# flat_array_serializer

**flat_array_serializer: the metal 3 layer**

Drawn at 3 px/µm.
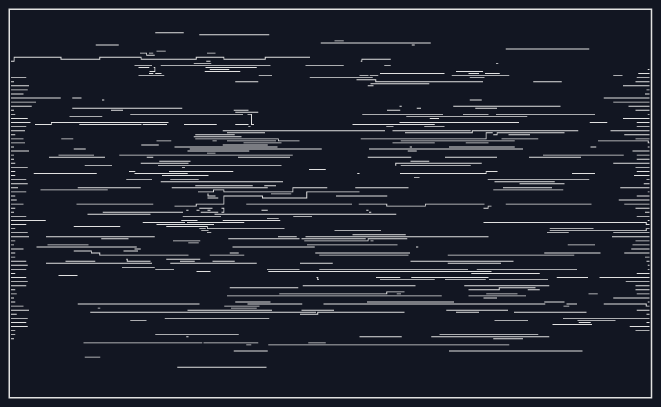
**flat_array_serializer: clock distribution**

Drawn at 3 px/µm.
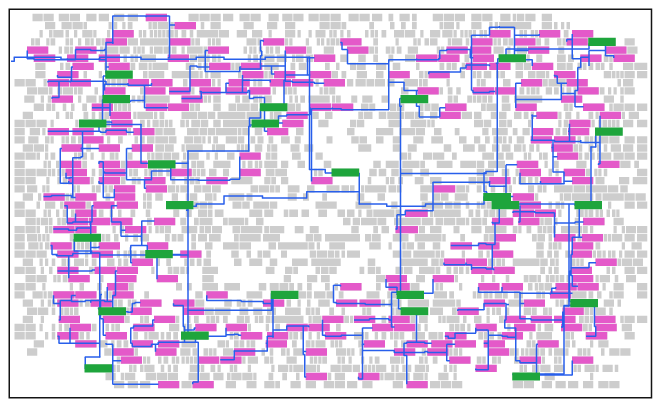
**flat_array_serializer: logic cells by family**

Drawn at 1.5 px/µm.
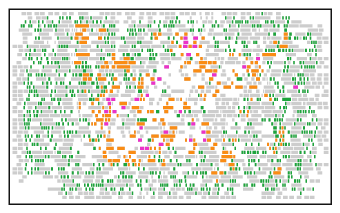
$ cat config.mk
export PLATFORM = sky130hd
export DESIGN_NAME = flat_array_serializer
export DESIGN_NICKNAME = d
export VERILOG_FILES = /design/src/rtl/flat_array_serializer.sv
export SDC_FILE = /design/constraint.sdc
export NUM_CORES = 1
export LEC_CHECK = 0
export ABC_CLOCK_PERIOD_IN_PS = 3000
export CORE_ASPECT_RATIO = 0.6
export CORE_UTILIZATION = 45
export DETAILED_ROUTE_END_ITERATION = 8
export PLACE_DENSITY = 0.78
export SYNTH_ARGS = -nofsm -noshare
export SYNTH_HDL_FRONTEND = slang
export SYNTH_SLANG_ARGS = --single-unit
$ cat constraint.sdc
create_clock -name clk -period 3 [get_ports clk]
set_input_delay 0.45 -clock clk [delete_from_list [all_inputs] [get_ports clk]]
set_output_delay 0.45 -clock clk [all_outputs]
set_load 0.01 [all_outputs]
$ cat src/rtl/flat_array_serializer.sv
// Serialises a buffered flat ROWS x COLS element array into NUM_BEATS beats of
// ELEMS_PER_BEAT elements each, with a zero-bubble reload on the last beat.
module flat_array_serializer #(
  parameter int unsigned BIT_WIDTH      = 4,
  parameter int unsigned ROWS           = 8,
  parameter int unsigned COLS           = 8,
  parameter int unsigned ELEMS_PER_BEAT = 4,
  localparam int unsigned NUM_BEATS     = ROWS * COLS / ELEMS_PER_BEAT,
  localparam int unsigned BEAT_W        = (NUM_BEATS > 1) ? $clog2(NUM_BEATS) : 1
) (
  input  logic                                clk,
  input  logic                                rst_n,
  input  logic                                in_valid,
  output logic                                in_ready,
  input  logic [ROWS*COLS*BIT_WIDTH-1:0]      in_data,
  output logic                                out_valid,
  input  logic                                out_ready,
  output logic [ELEMS_PER_BEAT*BIT_WIDTH-1:0] out_data,
  output logic                                out_last,
  output logic [BEAT_W-1:0]                   out_beat_idx
);

  localparam int unsigned BEAT_BITS = ELEMS_PER_BEAT * BIT_WIDTH;
  localparam int unsigned VEC_BITS  = ROWS * COLS * BIT_WIDTH;
  localparam logic [BEAT_W-1:0] LastBeat = BEAT_W'(NUM_BEATS - 1);

  if ((ROWS * COLS) % ELEMS_PER_BEAT != 0) begin : gen_bad_elems_per_beat
    $error("ROWS*COLS must be an integer multiple of ELEMS_PER_BEAT");
  end

  typedef enum logic [0:0] {StIdle, StSend} state_e;

  state_e              state_q, state_d;
  logic [BEAT_W-1:0]   cnt_q, cnt_d;
  logic [VEC_BITS-1:0] buf_q, buf_d;
  logic                in_hs, out_hs;

  assign in_hs  = in_valid & in_ready;
  assign out_hs = out_valid & out_ready;

  always_ff @(posedge clk) begin
    if (!rst_n) begin
      state_q <= StIdle;
      cnt_q   <= '0;
      buf_q   <= '0;
    end else begin
      state_q <= state_d;
      cnt_q   <= cnt_d;
      buf_q   <= buf_d;
    end
  end

  // A load takes priority: it can only coincide with the final beat's handshake.
  always_comb begin
    state_d = state_q;
    cnt_d   = cnt_q;
    buf_d   = buf_q;
    if (in_hs) begin
      buf_d   = in_data;
      cnt_d   = '0;
      state_d = StSend;
    end else if (out_hs) begin
      if (out_last) begin
        cnt_d   = '0;
        state_d = StIdle;
      end else begin
        cnt_d = cnt_q + BEAT_W'(1);
      end
    end
  end

  always_comb begin
    out_valid    = (state_q == StSend);
    out_last     = (state_q == StSend) && (cnt_q == LastBeat);
    out_beat_idx = cnt_q;
    in_ready     = rst_n && ((state_q == StIdle) || (out_last && out_ready));
    out_data     = '0;
    for (int unsigned i = 0; i < NUM_BEATS; i++) begin
      if (cnt_q == BEAT_W'(i)) begin
        out_data = buf_q[i*BEAT_BITS +: BEAT_BITS];
      end
    end
  end

endmodule

==> COMMIT_EDITMSG <==
Add synthesis and place-and-route results

- Fin worst setup slack: -0.148 ns
- Warning total across the stage logs: 37
- Grouping stages by cell kind, the critical path spends the most delay in AND-OR/OR-AND gates.
- After detailed routing, the met3 layer carries 5660 µm of wire.
- The checks that failed: negative setup slack.
- On met2, the global router reports a usage of between 40% and 50%.
- Across all register-to-register paths, the minimum setup slack is ~0.4 ns.
- In this run the cell area of the synthesized design comes to approximately 12,000 µm².
- The run finished, with violations left.
- In this run, power in flip-flops and latches comes to 3.91 mW.
- Count of endpoints failing setup in the final report: 16
- For this design, the sink count on the clock tree is ~260.
- CTS added clock buffers totalling 25.
- 283 I/O pins were placed.
- The worst setup path is captured at a primary output.
- Per report_power, the combinational group accounts for between 10 and 15% of the total.
* Number of optimization iterations in the first detailed-route pass: 6
* Series of cell instances along the critical path: buf_6 > ha_4 > buf_12 > buf_12 > a221oi_2 > a21oi_2 > a221oi_4 > buf_4 > a22o_1 > buf_2
- Capturing point of the worst reg2reg path: buf_q[188]$_SDFFE_PN0P_
- The number of antenna diodes in the final layout is 0.
* Number of core rows: around 46
- The number of global-route vias before repair came to roughly 12k.
- Total congestion overflow after global routing: 0
* Number of flip-flops under the largest register name: approximately 260
- First-pass GRT wire length: around 70,000 µm
- After clock tree synthesis, the flow added hold-fix buffers numbering 0.
- The commonest register cell is dfxtp_1.
- Type of the tightest min-delay check: primary input to register
Notes on 'the metal 3 layer' of flat_array_serializer above:
wire length on this layer	5,660 µm
longest straight run	80.0 µm
nets with wire on the layer	324
main direction	horizontal
drt total wl: 48,700 µm
total via count in the routed design: 13.3k
GR Util met3: 8.30%

Notes on 'clock distribution' of flat_array_serializer above:
[clock drivers] green | count: 25
[clock wires] blue | length: 3,110 µm
[flip-flops] magenta | count: 261
flops lie	spread over the die
worst skew pair latency: 0.54 ns
Power Clock: 3.27 mW
clock network fraction of design power: 38.8%
Worst Skew: 0.00876 ns

Notes on 'logic cells by family' of flat_array_serializer above:
family	colour	cells
NAND gates	green	859
AND-OR and OR-AND gates	magenta	33
inverting AOI/OAI gates	orange	222
fraction of area in multi-input gates: 37.2%
most common library cell in the layout ignoring fill and taps: nand2_1
final std cells w/o fill: 2,329

==> logic make-up (layout without fill, tap and decap cells) <==
| group | Yosys count | count (layout) | share of synthesized area, % |
|---|---|---|---|
| AND/OR/NAND/NOR | 931 | 931 | 33.6 |
| flip-flops | 261 | 261 | 43.2 |
| AND-OR/OR-AND | 255 | 255 | 14.9 |
| buffers and inverters | 174 | 516 | 7.80 |
| adder cells (fa/ha/maj) | 4 | 4 | 0.414 |
| XOR/XNOR | 2 | 2 | 0.145 |

# div4b_seq

**div4b_seq: metal layers overlaid**

Drawn at 4 px/µm.
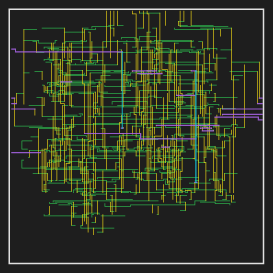
**div4b_seq: logic cells by family**

Drawn at 4 px/µm.
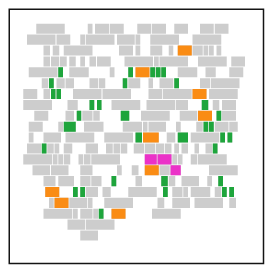
**div4b_seq: clock distribution**

Drawn at 8 px/µm.
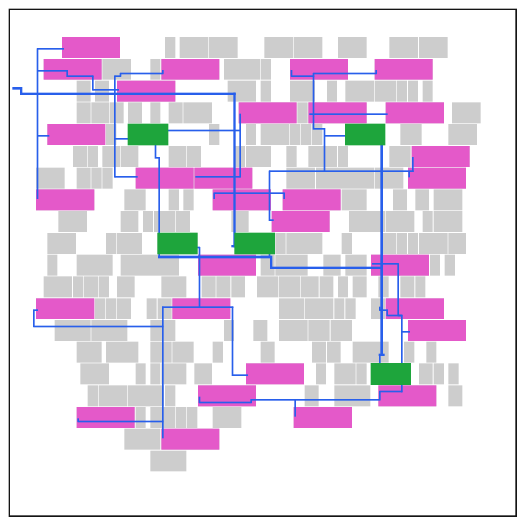
File: src/rtl/div4b_seq.sv
// Sequential unsigned restoring divider: one trial-subtract/shift step per clock,
// start/busy/done handshake, divide-by-zero flagged with Q=all ones and R=A.
module div4b_seq #(
  parameter int W = 4
) (
  input  logic         clk,
  input  logic         rst,
  input  logic         start,
  input  logic [W-1:0] A,
  input  logic [W-1:0] B,
  output logic         busy,
  output logic         done,
  output logic         dz,
  output logic [W-1:0] Q,
  output logic [W-1:0] R
);

  localparam int CW = $clog2(W + 1);
  localparam logic [CW-1:0] CNT_LAST = CW'(W);
  localparam logic [CW-1:0] CNT_ONE  = CW'(1);

  typedef enum logic [1:0] {S_IDLE, S_RUN, S_ZERO, S_DONE} state_e;

  state_e         state_q, state_d;
  logic [W-1:0]   rem_q, rem_d;
  logic [W-1:0]   dvd_q, dvd_d;
  logic [W-1:0]   dvs_q, dvs_d;
  logic [W-1:0]   quo_q, quo_d;
  logic [CW-1:0]  cnt_q, cnt_d;
  logic [W-1:0]   q_q, q_d;
  logic [W-1:0]   r_q, r_d;
  logic           dz_q, dz_d;

  logic [W-1:0]   rem_sh;
  logic [W:0]     diff;
  logic           launch;

  // Extra top bit makes the borrow of the trial subtraction explicit
  assign rem_sh = {rem_q[W-2:0], dvd_q[W-1]};
  assign diff   = {1'b0, rem_sh} - {1'b0, dvs_q};

  always_ff @(posedge clk) begin
    if (rst) begin
      state_q <= S_IDLE;
      rem_q   <= '0;
      dvd_q   <= '0;
      dvs_q   <= '0;
      quo_q   <= '0;
      cnt_q   <= '0;
      q_q     <= '0;
      r_q     <= '0;
      dz_q    <= 1'b0;
    end else begin
      state_q <= state_d;
      rem_q   <= rem_d;
      dvd_q   <= dvd_d;
      dvs_q   <= dvs_d;
      quo_q   <= quo_d;
      cnt_q   <= cnt_d;
      q_q     <= q_d;
      r_q     <= r_d;
      dz_q    <= dz_d;
    end
  end

  always_comb begin
    state_d = state_q;
    rem_d   = rem_q;
    dvd_d   = dvd_q;
    dvs_d   = dvs_q;
    quo_d   = quo_q;
    cnt_d   = cnt_q;
    q_d     = q_q;
    r_d     = r_q;
    dz_d    = dz_q;
    launch  = 1'b0;
    case (state_q)
      S_IDLE: launch = start;
      S_RUN: begin
        // W shift steps, then one more edge to publish the result
        if (cnt_q == CNT_LAST) begin
          state_d = S_DONE;
          q_d     = quo_q;
          r_d     = rem_q;
          dz_d    = 1'b0;
        end else begin
          rem_d = diff[W] ? rem_sh : diff[W-1:0];
          dvd_d = {dvd_q[W-2:0], 1'b0};
          quo_d = {quo_q[W-2:0], ~diff[W]};
          cnt_d = cnt_q + CNT_ONE;
        end
      end
      S_ZERO: begin
        // Two busy cycles keep the zero path aligned with the publish edge of RUN
        if (cnt_q == CNT_ONE) begin
          state_d = S_DONE;
          q_d     = '1;
          r_d     = dvd_q;
          dz_d    = 1'b1;
        end else begin
          cnt_d = cnt_q + CNT_ONE;
        end
      end
      S_DONE: begin
        state_d = S_IDLE;
        launch  = start;
      end
      default: state_d = S_IDLE;
    endcase
    if (launch) begin
      rem_d   = '0;
      dvd_d   = A;
      dvs_d   = B;
      quo_d   = '0;
      cnt_d   = '0;
      state_d = (B == '0) ? S_ZERO : S_RUN;
    end
  end

  always_comb begin
    busy = (state_q == S_RUN) || (state_q == S_ZERO);
    done = (state_q == S_DONE);
    dz   = dz_q;
    Q    = q_q;
    R    = r_q;
  end

endmodule

File: config.mk
export PLATFORM = sky130hd
export DESIGN_NAME = div4b_seq
export DESIGN_NICKNAME = d
export VERILOG_FILES = /design/src/rtl/div4b_seq.sv
export SDC_FILE = /design/constraint.sdc
export NUM_CORES = 1
export LEC_CHECK = 0
export CORE_MARGIN = 3
export CORE_UTILIZATION = 47
export CTS_BUF_LIST = sky130_fd_sc_hd__clkbuf_8
export DETAILED_ROUTE_END_ITERATION = 12
export PLACE_DENSITY = 0.7
export SYNTH_ARGS = -nofsm -noshare
export SYNTH_HDL_FRONTEND = slang
export SYNTH_SLANG_ARGS = --single-unit
File: constraint.sdc
create_clock -name clk -period 2.6 [get_ports clk]
set_input_delay 0.39 -clock clk [delete_from_list [all_inputs] [get_ports clk]]
set_output_delay 0.39 -clock clk [all_outputs]
set_load 0.01 [all_outputs]
==> COMMIT_EDITMSG <==
Add synthesis and place-and-route results

* Status: finished clean
- Hold timing on the final database bottoms out at a slack of around 0.46 ns.
- The layout has around 300 filler cells.
- In this run the remaining antenna-violating nets after routing total 0.
- The flow reports an fmax of roughly 450 MHz.
- Cell internal power dissipation: ~1.3 mW
- Of all flip-flops after synthesis, the portion carrying an async set or reset was 0%.
* Top-level port count: 22
- The cell-mix breakdown from Yosys lists the compound-gate area share as 18.4%.
* Critical path data required time: 2.21 ns
* Area enclosed by the die boundary: ~4000 µm²
* Share of total power in sequential cells: a little under a third
- Per the synthesis report, the simple-gate share of the synthesized area is about a fifth.
* Routability cong.: between 0.7 and 0.8
- The highest layer touched by signal routing is met4.
- In the synthesis report, Yosys lists the chip area as about 1500 µm².
- RSZ-0062 raised after global routing: false
- Number of optimization iterations in the first detailed-route pass: 5
- Number of enable-type register cells in the synthesized netlist: 0
- After synthesis, the largest area contributor takes up between 30% and 40% of total cell area.
- Critical path class: register to primary output
Notes on 'metal layers overlaid' of div4b_seq above:
layer	colour	wire length
metal 2	yellow	1,710 µm
metal 1	green	1,630 µm
metal 4	cyan	46.9 µm
metal 3	purple	150 µm
GR Util All Layers: 19.5%
total via count in the routed design: 1,371
post-DR wirelength/cell: 14.3 µm
drt total wl: 3530 µm

Notes on 'logic cells by family' of div4b_seq above:
family	colour	cells
NAND gates	green	34
AND-OR and OR-AND gates	magenta	3
multiplexers	orange	9
final std cells w/o fill: 248
fraction of area in multi-input gates: 45.4%
most common library cell in the layout ignoring fill and taps: dfxtp_1

Notes on 'clock distribution' of div4b_seq above:
[clock drivers] green | count: 5
[flip-flops] magenta | count: 30
[clock wires] blue | length: 426 µm
routed clock nets	6
flops lie	spread over the die
Worst Skew: 0.00805 ns
clock network fraction of design power: 16.3%
worst skew pair latency: 0.28 ns
Power Clock: 0.356 mW

## tightest hold or removal path: cells and delay by family (launching register included)
family,cells,cell delay [ns]
AND-OR/OR-AND,1,0.05
AND/OR/NAND/NOR,1,0.05
flip-flops,1,0.31
## cells in the mapped netlist (2+ instances only)
library cell and count:
nor4_1 5, a211oi_1 5, a21oi_1 15, dfxtp_1 30, buf_2 2, nand3_1 3, clkbuf_1 6, o21ai_0 6
ha_1 10, nand2_1 28, a311oi_1 4, mux2i_1 8, and2_1 2, inv_1 12, nor2_1 19, nor3_1 5

# fetch_sequencer

## src/rtl/fetch_sequencer.sv

```systemverilog
// fetch_sequencer: drives the PC into a combinational instruction memory,
// buffers fetched {word, pc} pairs in a small FIFO and hands them to decode
// over valid/ready. A redirect flushes the FIFO and reloads the PC.
module fetch_sequencer #(
  parameter int             n        = 32,
  parameter int             r        = 6,
  parameter int             QDEPTH   = 2,
  parameter logic [r-1:0]   RESET_PC = '0
) (
  input  logic           clk,
  input  logic           rst_n,
  input  logic           enable,
  output logic [r-1:0]   imemAddr,
  input  logic [n-1:0]   imemData,
  output logic [n-1:0]   instr,
  output logic [r-1:0]   instrPC,
  output logic           instrValid,
  input  logic           instrReady,
  input  logic           redirect,
  input  logic [r-1:0]   redirectPC,
  output logic [15:0]    fetchCount
);

  localparam int PW = (QDEPTH > 1) ? $clog2(QDEPTH) : 1;
  localparam int CW = PW + 1;
  localparam logic [CW-1:0] CNT_FULL = CW'(QDEPTH);

  logic [r-1:0]  pc_q, pc_d;
  logic [CW-1:0] count_q, count_d;
  logic [PW-1:0] head_q, head_d;
  logic [PW-1:0] tail_q, tail_d;
  logic [15:0]   fetch_count_q, fetch_count_d;
  logic [n-1:0]  data_q [QDEPTH];
  logic [n-1:0]  data_d [QDEPTH];
  logic [r-1:0]  pcbuf_q [QDEPTH];
  logic [r-1:0]  pcbuf_d [QDEPTH];

  logic instr_valid;
  logic pop;
  logic push;

  // Handshake qualifiers: a full buffer can still accept a word when the head leaves.
  always_comb begin
    instr_valid = (count_q != '0);
    pop         = instr_valid & instrReady;
    push        = enable & ~redirect & ((count_q < CNT_FULL) | pop);
  end

  // Next-state for PC, FIFO pointers/storage and the accept counter.
  always_comb begin
    pc_d          = pc_q;
    count_d       = count_q;
    head_d        = head_q;
    tail_d        = tail_q;
    data_d        = data_q;
    pcbuf_d       = pcbuf_q;
    fetch_count_d = fetch_count_q;

    // The head accepted in a redirect cycle still counts as delivered.
    if (pop && fetch_count_q != 16'hFFFF) begin
      fetch_count_d = fetch_count_q + 16'd1;
    end

    if (redirect) begin
      pc_d    = redirectPC;
      count_d = '0;
      head_d  = '0;
      tail_d  = '0;
    end else begin
      if (push) begin
        data_d[tail_q]  = imemData;
        pcbuf_d[tail_q] = pc_q;
        tail_d          = tail_q + PW'(1);
        pc_d            = pc_q + r'(1);
      end
      if (pop) begin
        head_d = head_q + PW'(1);
      end
      if (push && !pop) begin
        count_d = count_q + CW'(1);
      end else if (!push && pop) begin
        count_d = count_q - CW'(1);
      end
    end
  end

  // State registers; reset discards any buffered entries.
  always_ff @(posedge clk or negedge rst_n) begin
    if (!rst_n) begin
      pc_q          <= RESET_PC;
      count_q       <= '0;
      head_q        <= '0;
      tail_q        <= '0;
      fetch_count_q <= '0;
      for (int i = 0; i < QDEPTH; i++) begin
        data_q[i]  <= '0;
        pcbuf_q[i] <= '0;
      end
    end else begin
      pc_q          <= pc_d;
      count_q       <= count_d;
      head_q        <= head_d;
      tail_q        <= tail_d;
      fetch_count_q <= fetch_count_d;
      data_q        <= data_d;
      pcbuf_q       <= pcbuf_d;
    end
  end

  // Outputs: head fields are forced to zero whenever nothing is valid.
  always_comb begin
    imemAddr   = pc_q;
    instrValid = instr_valid;
    instr      = instr_valid ? data_q[head_q]  : '0;
    instrPC    = instr_valid ? pcbuf_q[head_q] : '0;
    fetchCount = fetch_count_q;
  end

endmodule

```

## config.mk

```make
export PLATFORM = sky130hd
export DESIGN_NAME = fetch_sequencer
export DESIGN_NICKNAME = d
export VERILOG_FILES = /design/src/rtl/fetch_sequencer.sv
export SDC_FILE = /design/constraint.sdc
export NUM_CORES = 1
export LEC_CHECK = 0
export ABC_AREA = 0
export CAP_MARGIN = 20
export CORE_ASPECT_RATIO = 1.75
export CORE_MARGIN = 2
export CORE_UTILIZATION = 40
export CTS_CLUSTER_SIZE = 28
export DETAILED_ROUTE_END_ITERATION = 16
export GPL_TIMING_DRIVEN = 0
export PLACE_DENSITY_LB_ADDON = 0.08
export SYNTH_ARGS = -nofsm -noshare
export SYNTH_HDL_FRONTEND = slang
export SYNTH_SLANG_ARGS = --single-unit
```

## constraint.sdc

```tcl
create_clock -name clk -period 2.9 [get_ports clk]
set_input_delay 0.29 -clock clk [delete_from_list [all_inputs] [get_ports clk]]
set_output_delay 0.29 -clock clk [all_outputs]
set_load 0.02 [all_outputs]
```

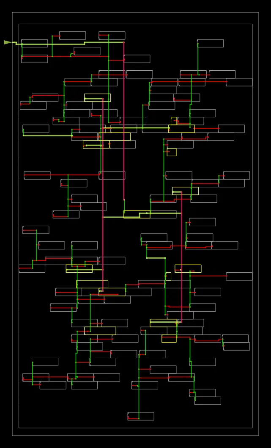
**Above:** fetch_sequencer (clock routing).
Power Clock: 1.38 mW
Layout clock buffers: 10
worst skew pair latency: 0.35 ns
clock tree sinks: 102

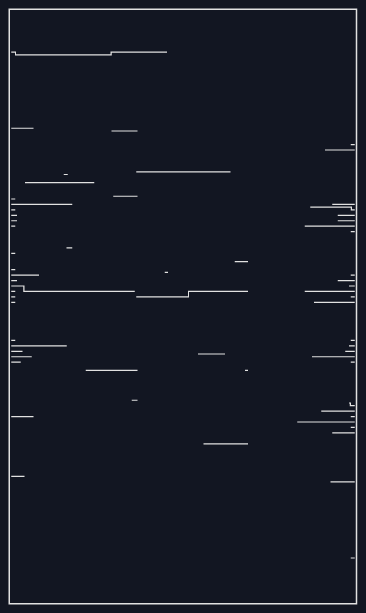
**Above:** fetch_sequencer (the metal 3 layer).
Drawn at 4 px/µm.
main direction	horizontal
nets with wire on the layer	54
wire length on this layer	383 µm
total via count in the routed design: 3,204
drt total wl: 10,500 µm

[cell families after synthesis]
| family | share of synthesized area, % |
|---|---|
| mux | 26.5 |
| flops | 53.7 |
| simple gates | 11.0 |
| xor+xnor | 4.05 |
| buf+inv | 2.61 |
| compound gates | 1.61 |
| fa+ha+maj | 0.526 |
[per-stage QoR]
step / worst slack, ns / hold slack, ns / setup TNS [ns]
finish: 0.215 / 0.0115 / 0
global route: 0.0315 / 0.0727 / 0
CTS: 0.155 / 0.0464 / 0
detailed placement: 0.133 / 0.416 / 0
global placement: -2.29 / 0.472 / -232.91
floorplan: 1.18 / -0.00559 / 0
==> COMMIT_EDITMSG <==
Add synthesis and place-and-route results

- Sequential cells placed in the final layout were counted as 102.
- For this run, the post-layout net count is roughly 530.
- Period utilization: just over 90%
- The critical path maximum fanout is 10.
- Layer with the highest usage: met2
- The global routing report lists met2 layer usage as between 30% and 40%.
- Count of cells along the worst register-to-register path: 5
* Total of max-cap violations: 0
* Status: finished clean
- Remaining design rule violation count: 0
- Looking at the reg2reg group, the worst path starts from fetchCount[0]$_DFFE_PN0P_.
- Dominant flop cell: dfrtp_1
- GR Util met3: 3.66%
- The layout report gives the register share of total cell area as between 40% and 50%.
- The switching component of the power was reported as roughly 1.2 mW.
* Fraction of power consumed by combinational cells: roughly a quarter
- The tree is rooted in a clkbuf_16.
- Summed over all nets, wire length on met2 after detailed routing comes to ~5700 µm.
* Register with the most flip-flops: data_q
* Number of antenna violations at the first check in global routing: 0
- The synthesized netlist occupies a cell area of 4750 µm².
- Signal nets in the final route climb as high as met4.

# zigzag_runlevel_4x4

**zigzag_runlevel_4x4: metal layers overlaid**

Drawn at 1.5 px/µm.
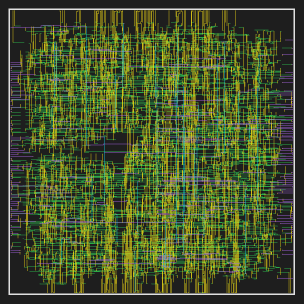
**zigzag_runlevel_4x4: logic cells by family**

Drawn at 1.5 px/µm.
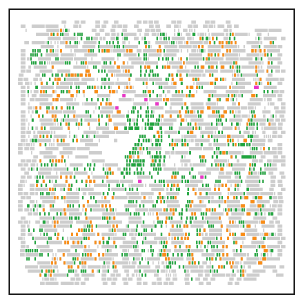
**zigzag_runlevel_4x4: the metal 3 layer**

Drawn at 2 px/µm.
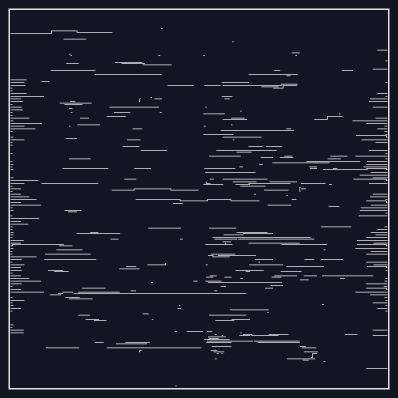
`src/rtl/zigzag_runlevel_4x4.sv`:
```
// rtl/zigzag_runlevel_4x4.sv - zigzag reorder of a quantised 4x4 block into (level, run) pairs
// Optional macro FIELD_SCAN_EN adds field_mode input selecting the field scan order.
module zigzag_runlevel_4x4 #(
    parameter int BIT_LENGTH = 15,
    parameter int RUN_W      = 4
) (
    input  logic                          clk,
    input  logic                          reset,
    input  logic                          enable,
    input  logic                          ac_only,
`ifdef FIELD_SCAN_EN
    input  logic                          field_mode,
`endif
    input  logic                          in_valid,
    output logic                          in_ready,
    input  logic [16*(BIT_LENGTH+1)-1:0]  quantized,
    output logic                          out_valid,
    input  logic                          out_ready,
    output logic [BIT_LENGTH:0]           out_level,
    output logic [RUN_W-1:0]              out_run,
    output logic                          out_last,
    output logic                          block_done,
    output logic [4:0]                    total_coeff,
    output logic [1:0]                    trailing_ones
);

    localparam int W = BIT_LENGTH + 1;

    // Raster source index for each scan position, position p at bits [4p+3:4p].
    localparam logic [63:0] FRAME_ZZ = {4'd15, 4'd14, 4'd11, 4'd7, 4'd10, 4'd13, 4'd12, 4'd9,
                                        4'd6,  4'd3,  4'd2,  4'd5, 4'd8,  4'd4,  4'd1,  4'd0};
`ifdef FIELD_SCAN_EN
    localparam logic [63:0] FIELD_ZZ = {4'd15, 4'd11, 4'd7, 4'd3, 4'd14, 4'd10, 4'd6, 4'd2,
                                        4'd13, 4'd9,  4'd5, 4'd12, 4'd8, 4'd1,  4'd4, 4'd0};
`endif

    typedef enum logic [1:0] {IDLE, SCAN, EMIT, DONE} state_t;

    state_t           state;
    logic [W-1:0]     coef_buf [16];
    logic [15:0]      mask;
    logic [3:0]       k;
    logic [RUN_W-1:0] run;
    logic [4:0]       count;
    logic [1:0]       ones;

    logic [W-1:0]     scan_coef [16];
    logic [15:0]      scan_mask;
    logic [15:0]      above;
    logic             is_last;
    logic             level_is_one;

    // Reorder the incoming raster block into scan order so SCAN just walks k.
    always_comb begin
        for (int p = 0; p < 16; p++) begin
`ifdef FIELD_SCAN_EN
            if (field_mode)
                scan_coef[p] = quantized[int'(FIELD_ZZ[p*4 +: 4])*W +: W];
            else
                scan_coef[p] = quantized[int'(FRAME_ZZ[p*4 +: 4])*W +: W];
`else
            scan_coef[p] = quantized[int'(FRAME_ZZ[p*4 +: 4])*W +: W];
`endif
            scan_mask[p] = |scan_coef[p];
        end
    end

    assign above        = mask >> k;
    assign is_last      = (above[15:1] == 15'd0);
    assign level_is_one = (out_level == W'(1)) || (out_level == {W{1'b1}});
    assign in_ready     = reset && enable && (state == IDLE);

    always_ff @(posedge clk or negedge reset) begin
        if (!reset) begin
            state         <= IDLE;
            for (int i = 0; i < 16; i++) coef_buf[i] <= '0;
            mask          <= '0;
            k             <= '0;
            run           <= '0;
            count         <= '0;
            ones          <= '0;
            out_valid     <= 1'b0;
            out_level     <= '0;
            out_run       <= '0;
            out_last      <= 1'b0;
            block_done    <= 1'b0;
            total_coeff   <= '0;
            trailing_ones <= '0;
        end else begin
            // block_done is a strict one-cycle pulse even when enable later drops.
            block_done <= 1'b0;
            if (enable) begin
                case (state)
                    IDLE: begin
                        if (in_valid) begin
                            for (int i = 0; i < 16; i++) coef_buf[i] <= scan_coef[i];
                            mask  <= scan_mask;
                            run   <= '0;
                            count <= '0;
                            ones  <= '0;
                            k     <= ac_only ? 4'd1 : 4'd0;
                            state <= SCAN;
                        end
                    end
                    SCAN: begin
                        if (mask[k]) begin
                            out_valid <= 1'b1;
                            out_level <= coef_buf[k];
                            out_run   <= run;
                            out_last  <= is_last;
                            state     <= EMIT;
                        end else begin
                            run <= run + RUN_W'(1);
                            if (k == 4'd15)
                                state <= DONE;
                            else
                                k <= k + 4'd1;
                        end
                    end
                    EMIT: begin
                        if (out_ready) begin
                            out_valid <= 1'b0;
                            run       <= '0;
                            count     <= count + 5'd1;
                            if (level_is_one)
                                ones <= (ones == 2'd3) ? 2'd3 : ones + 2'd1;
                            else
                                ones <= 2'd0;
                            if (out_last) begin
                                state <= DONE;
                            end else begin
                                k     <= k + 4'd1;
                                state <= SCAN;
                            end
                        end
                    end
                    DONE: begin
                        block_done    <= 1'b1;
                        total_coeff   <= count;
                        trailing_ones <= ones;
                        state         <= IDLE;
                    end
                    default: state <= IDLE;
                endcase
            end
        end
    end

endmodule

```
`config.mk`:
```
export PLATFORM = sky130hd
export DESIGN_NAME = zigzag_runlevel_4x4
export DESIGN_NICKNAME = d
export VERILOG_FILES = /design/src/rtl/zigzag_runlevel_4x4.sv
export SDC_FILE = /design/constraint.sdc
export NUM_CORES = 1
export LEC_CHECK = 0
export ABC_AREA = 1
export CAP_MARGIN = 5
export CORE_MARGIN = 5
export CORE_UTILIZATION = 50
export DETAILED_ROUTE_END_ITERATION = 7
export PLACE_DENSITY_LB_ADDON = 0.05
export SLEW_MARGIN = 20
export SYNTH_ARGS = -nofsm -noshare
export SYNTH_HDL_FRONTEND = slang
export SYNTH_SLANG_ARGS = --single-unit
```
`constraint.sdc`:
```
create_clock -name clk -period 3.4 [get_ports clk]
set_input_delay 1.02 -clock clk [delete_from_list [all_inputs] [get_ports clk]]
set_output_delay 1.02 -clock clk [all_outputs]
set_load 0.05 [all_outputs]
```
==> COMMIT_EDITMSG <==
Add synthesis and place-and-route results

- Met1 capacity usage during global routing: 39.6%
* Remaining design rule violation count: 0
* Cell Type Count: ~42
- Register with the most flip-flops: coef_buf
* Post-Syn Area: around 16,000 µm²
* Async S/R FF share, synth: 100%
* Flops out of synthesis: ~320
- Count of nets after finishing: 2,577
* Detail Route met3 WL: roughly 3200 µm
- The worst setup path is launched from a primary input.
- Category of cells accounting for the largest share of critical-path delay: buffers and inverters
* CTS H-Tree Depth: 2
* Largest stage delay on the critical path: 0.57 ns
- The count of nets left with antenna violations once routing finished came out at 0.
* Hold bufs inserted after CTS: 0
- AO/OA Area Share: about 14%
- Number of antenna violations at the first check in global routing: 0
* Status: finished clean
- For reference, the top cells by area after synthesis are dfrtp_1 (50%), nand2_1 (17%), o21ai_0 (7.7%), inv_1 (3.8%), nor2_1 (3.1%).
* Clock-pin transition on the worst setup and hold timing paths: roughly 0.060 ns
- Summed over its instances, the top area cell type makes up between 40% and 50% of the synthesized netlist area.
- Final Hold Viols: 0
- Capturing point of the worst reg2reg path: coef_buf[238]$_DFFE_PN0P_
* Y dimension of the die: about 190 µm
- Slew Viols, Final: 0
* Max_slew headroom: 44.3%
- Counting cells, the worst reg-to-reg path comes to 7.
About 'metal layers overlaid' of zigzag_runlevel_4x4:
layer	colour	wire length
metal 2	yellow	22.0 mm
metal 3	purple	3,250 µm
metal 4	cyan	1,380 µm
metal 1	green	22.3 mm
drt total wl: 48,900 µm
total via count in the routed design: 14.8k

About 'logic cells by family' of zigzag_runlevel_4x4:
family	colour	cells
AND-OR and OR-AND gates	magenta	7
inverting AOI/OAI gates	orange	398
NAND gates	green	857
most common library cell in the layout ignoring fill and taps: nand2_1
fraction of area in multi-input gates: 33.4%
final std cells w/o fill: 2,729

About 'the metal 3 layer' of zigzag_runlevel_4x4:
longest straight run	86.0 µm
nets with wire on the layer	273
GR Util met3: 3.95%

[power breakdown]
| part | total (mW) | internal (mW) | switching [mW] |
|---|---|---|---|
| Clock | 3.64 | 2.13 | 1.51 |
| Sequential | 6.32 | 5.46 | 0.857 |
| Combinational | 7.37 | 2.38 | 5.00 |
| Total | 17.3 | 9.97 | 7.37 |
[area by class of cell]
type | count | area, µm²
clock buffer | 51 | 1050
sequential | 319 | 7990
inverter | 171 | 657
multi-input combinational | 1464 | 6730
clock inverter | 8 | 40.0
tap | 402 | 503
timing repair buffer | 314 | 3170
fill | 2831 | 11500

Power and IR drop assume default switching activity.
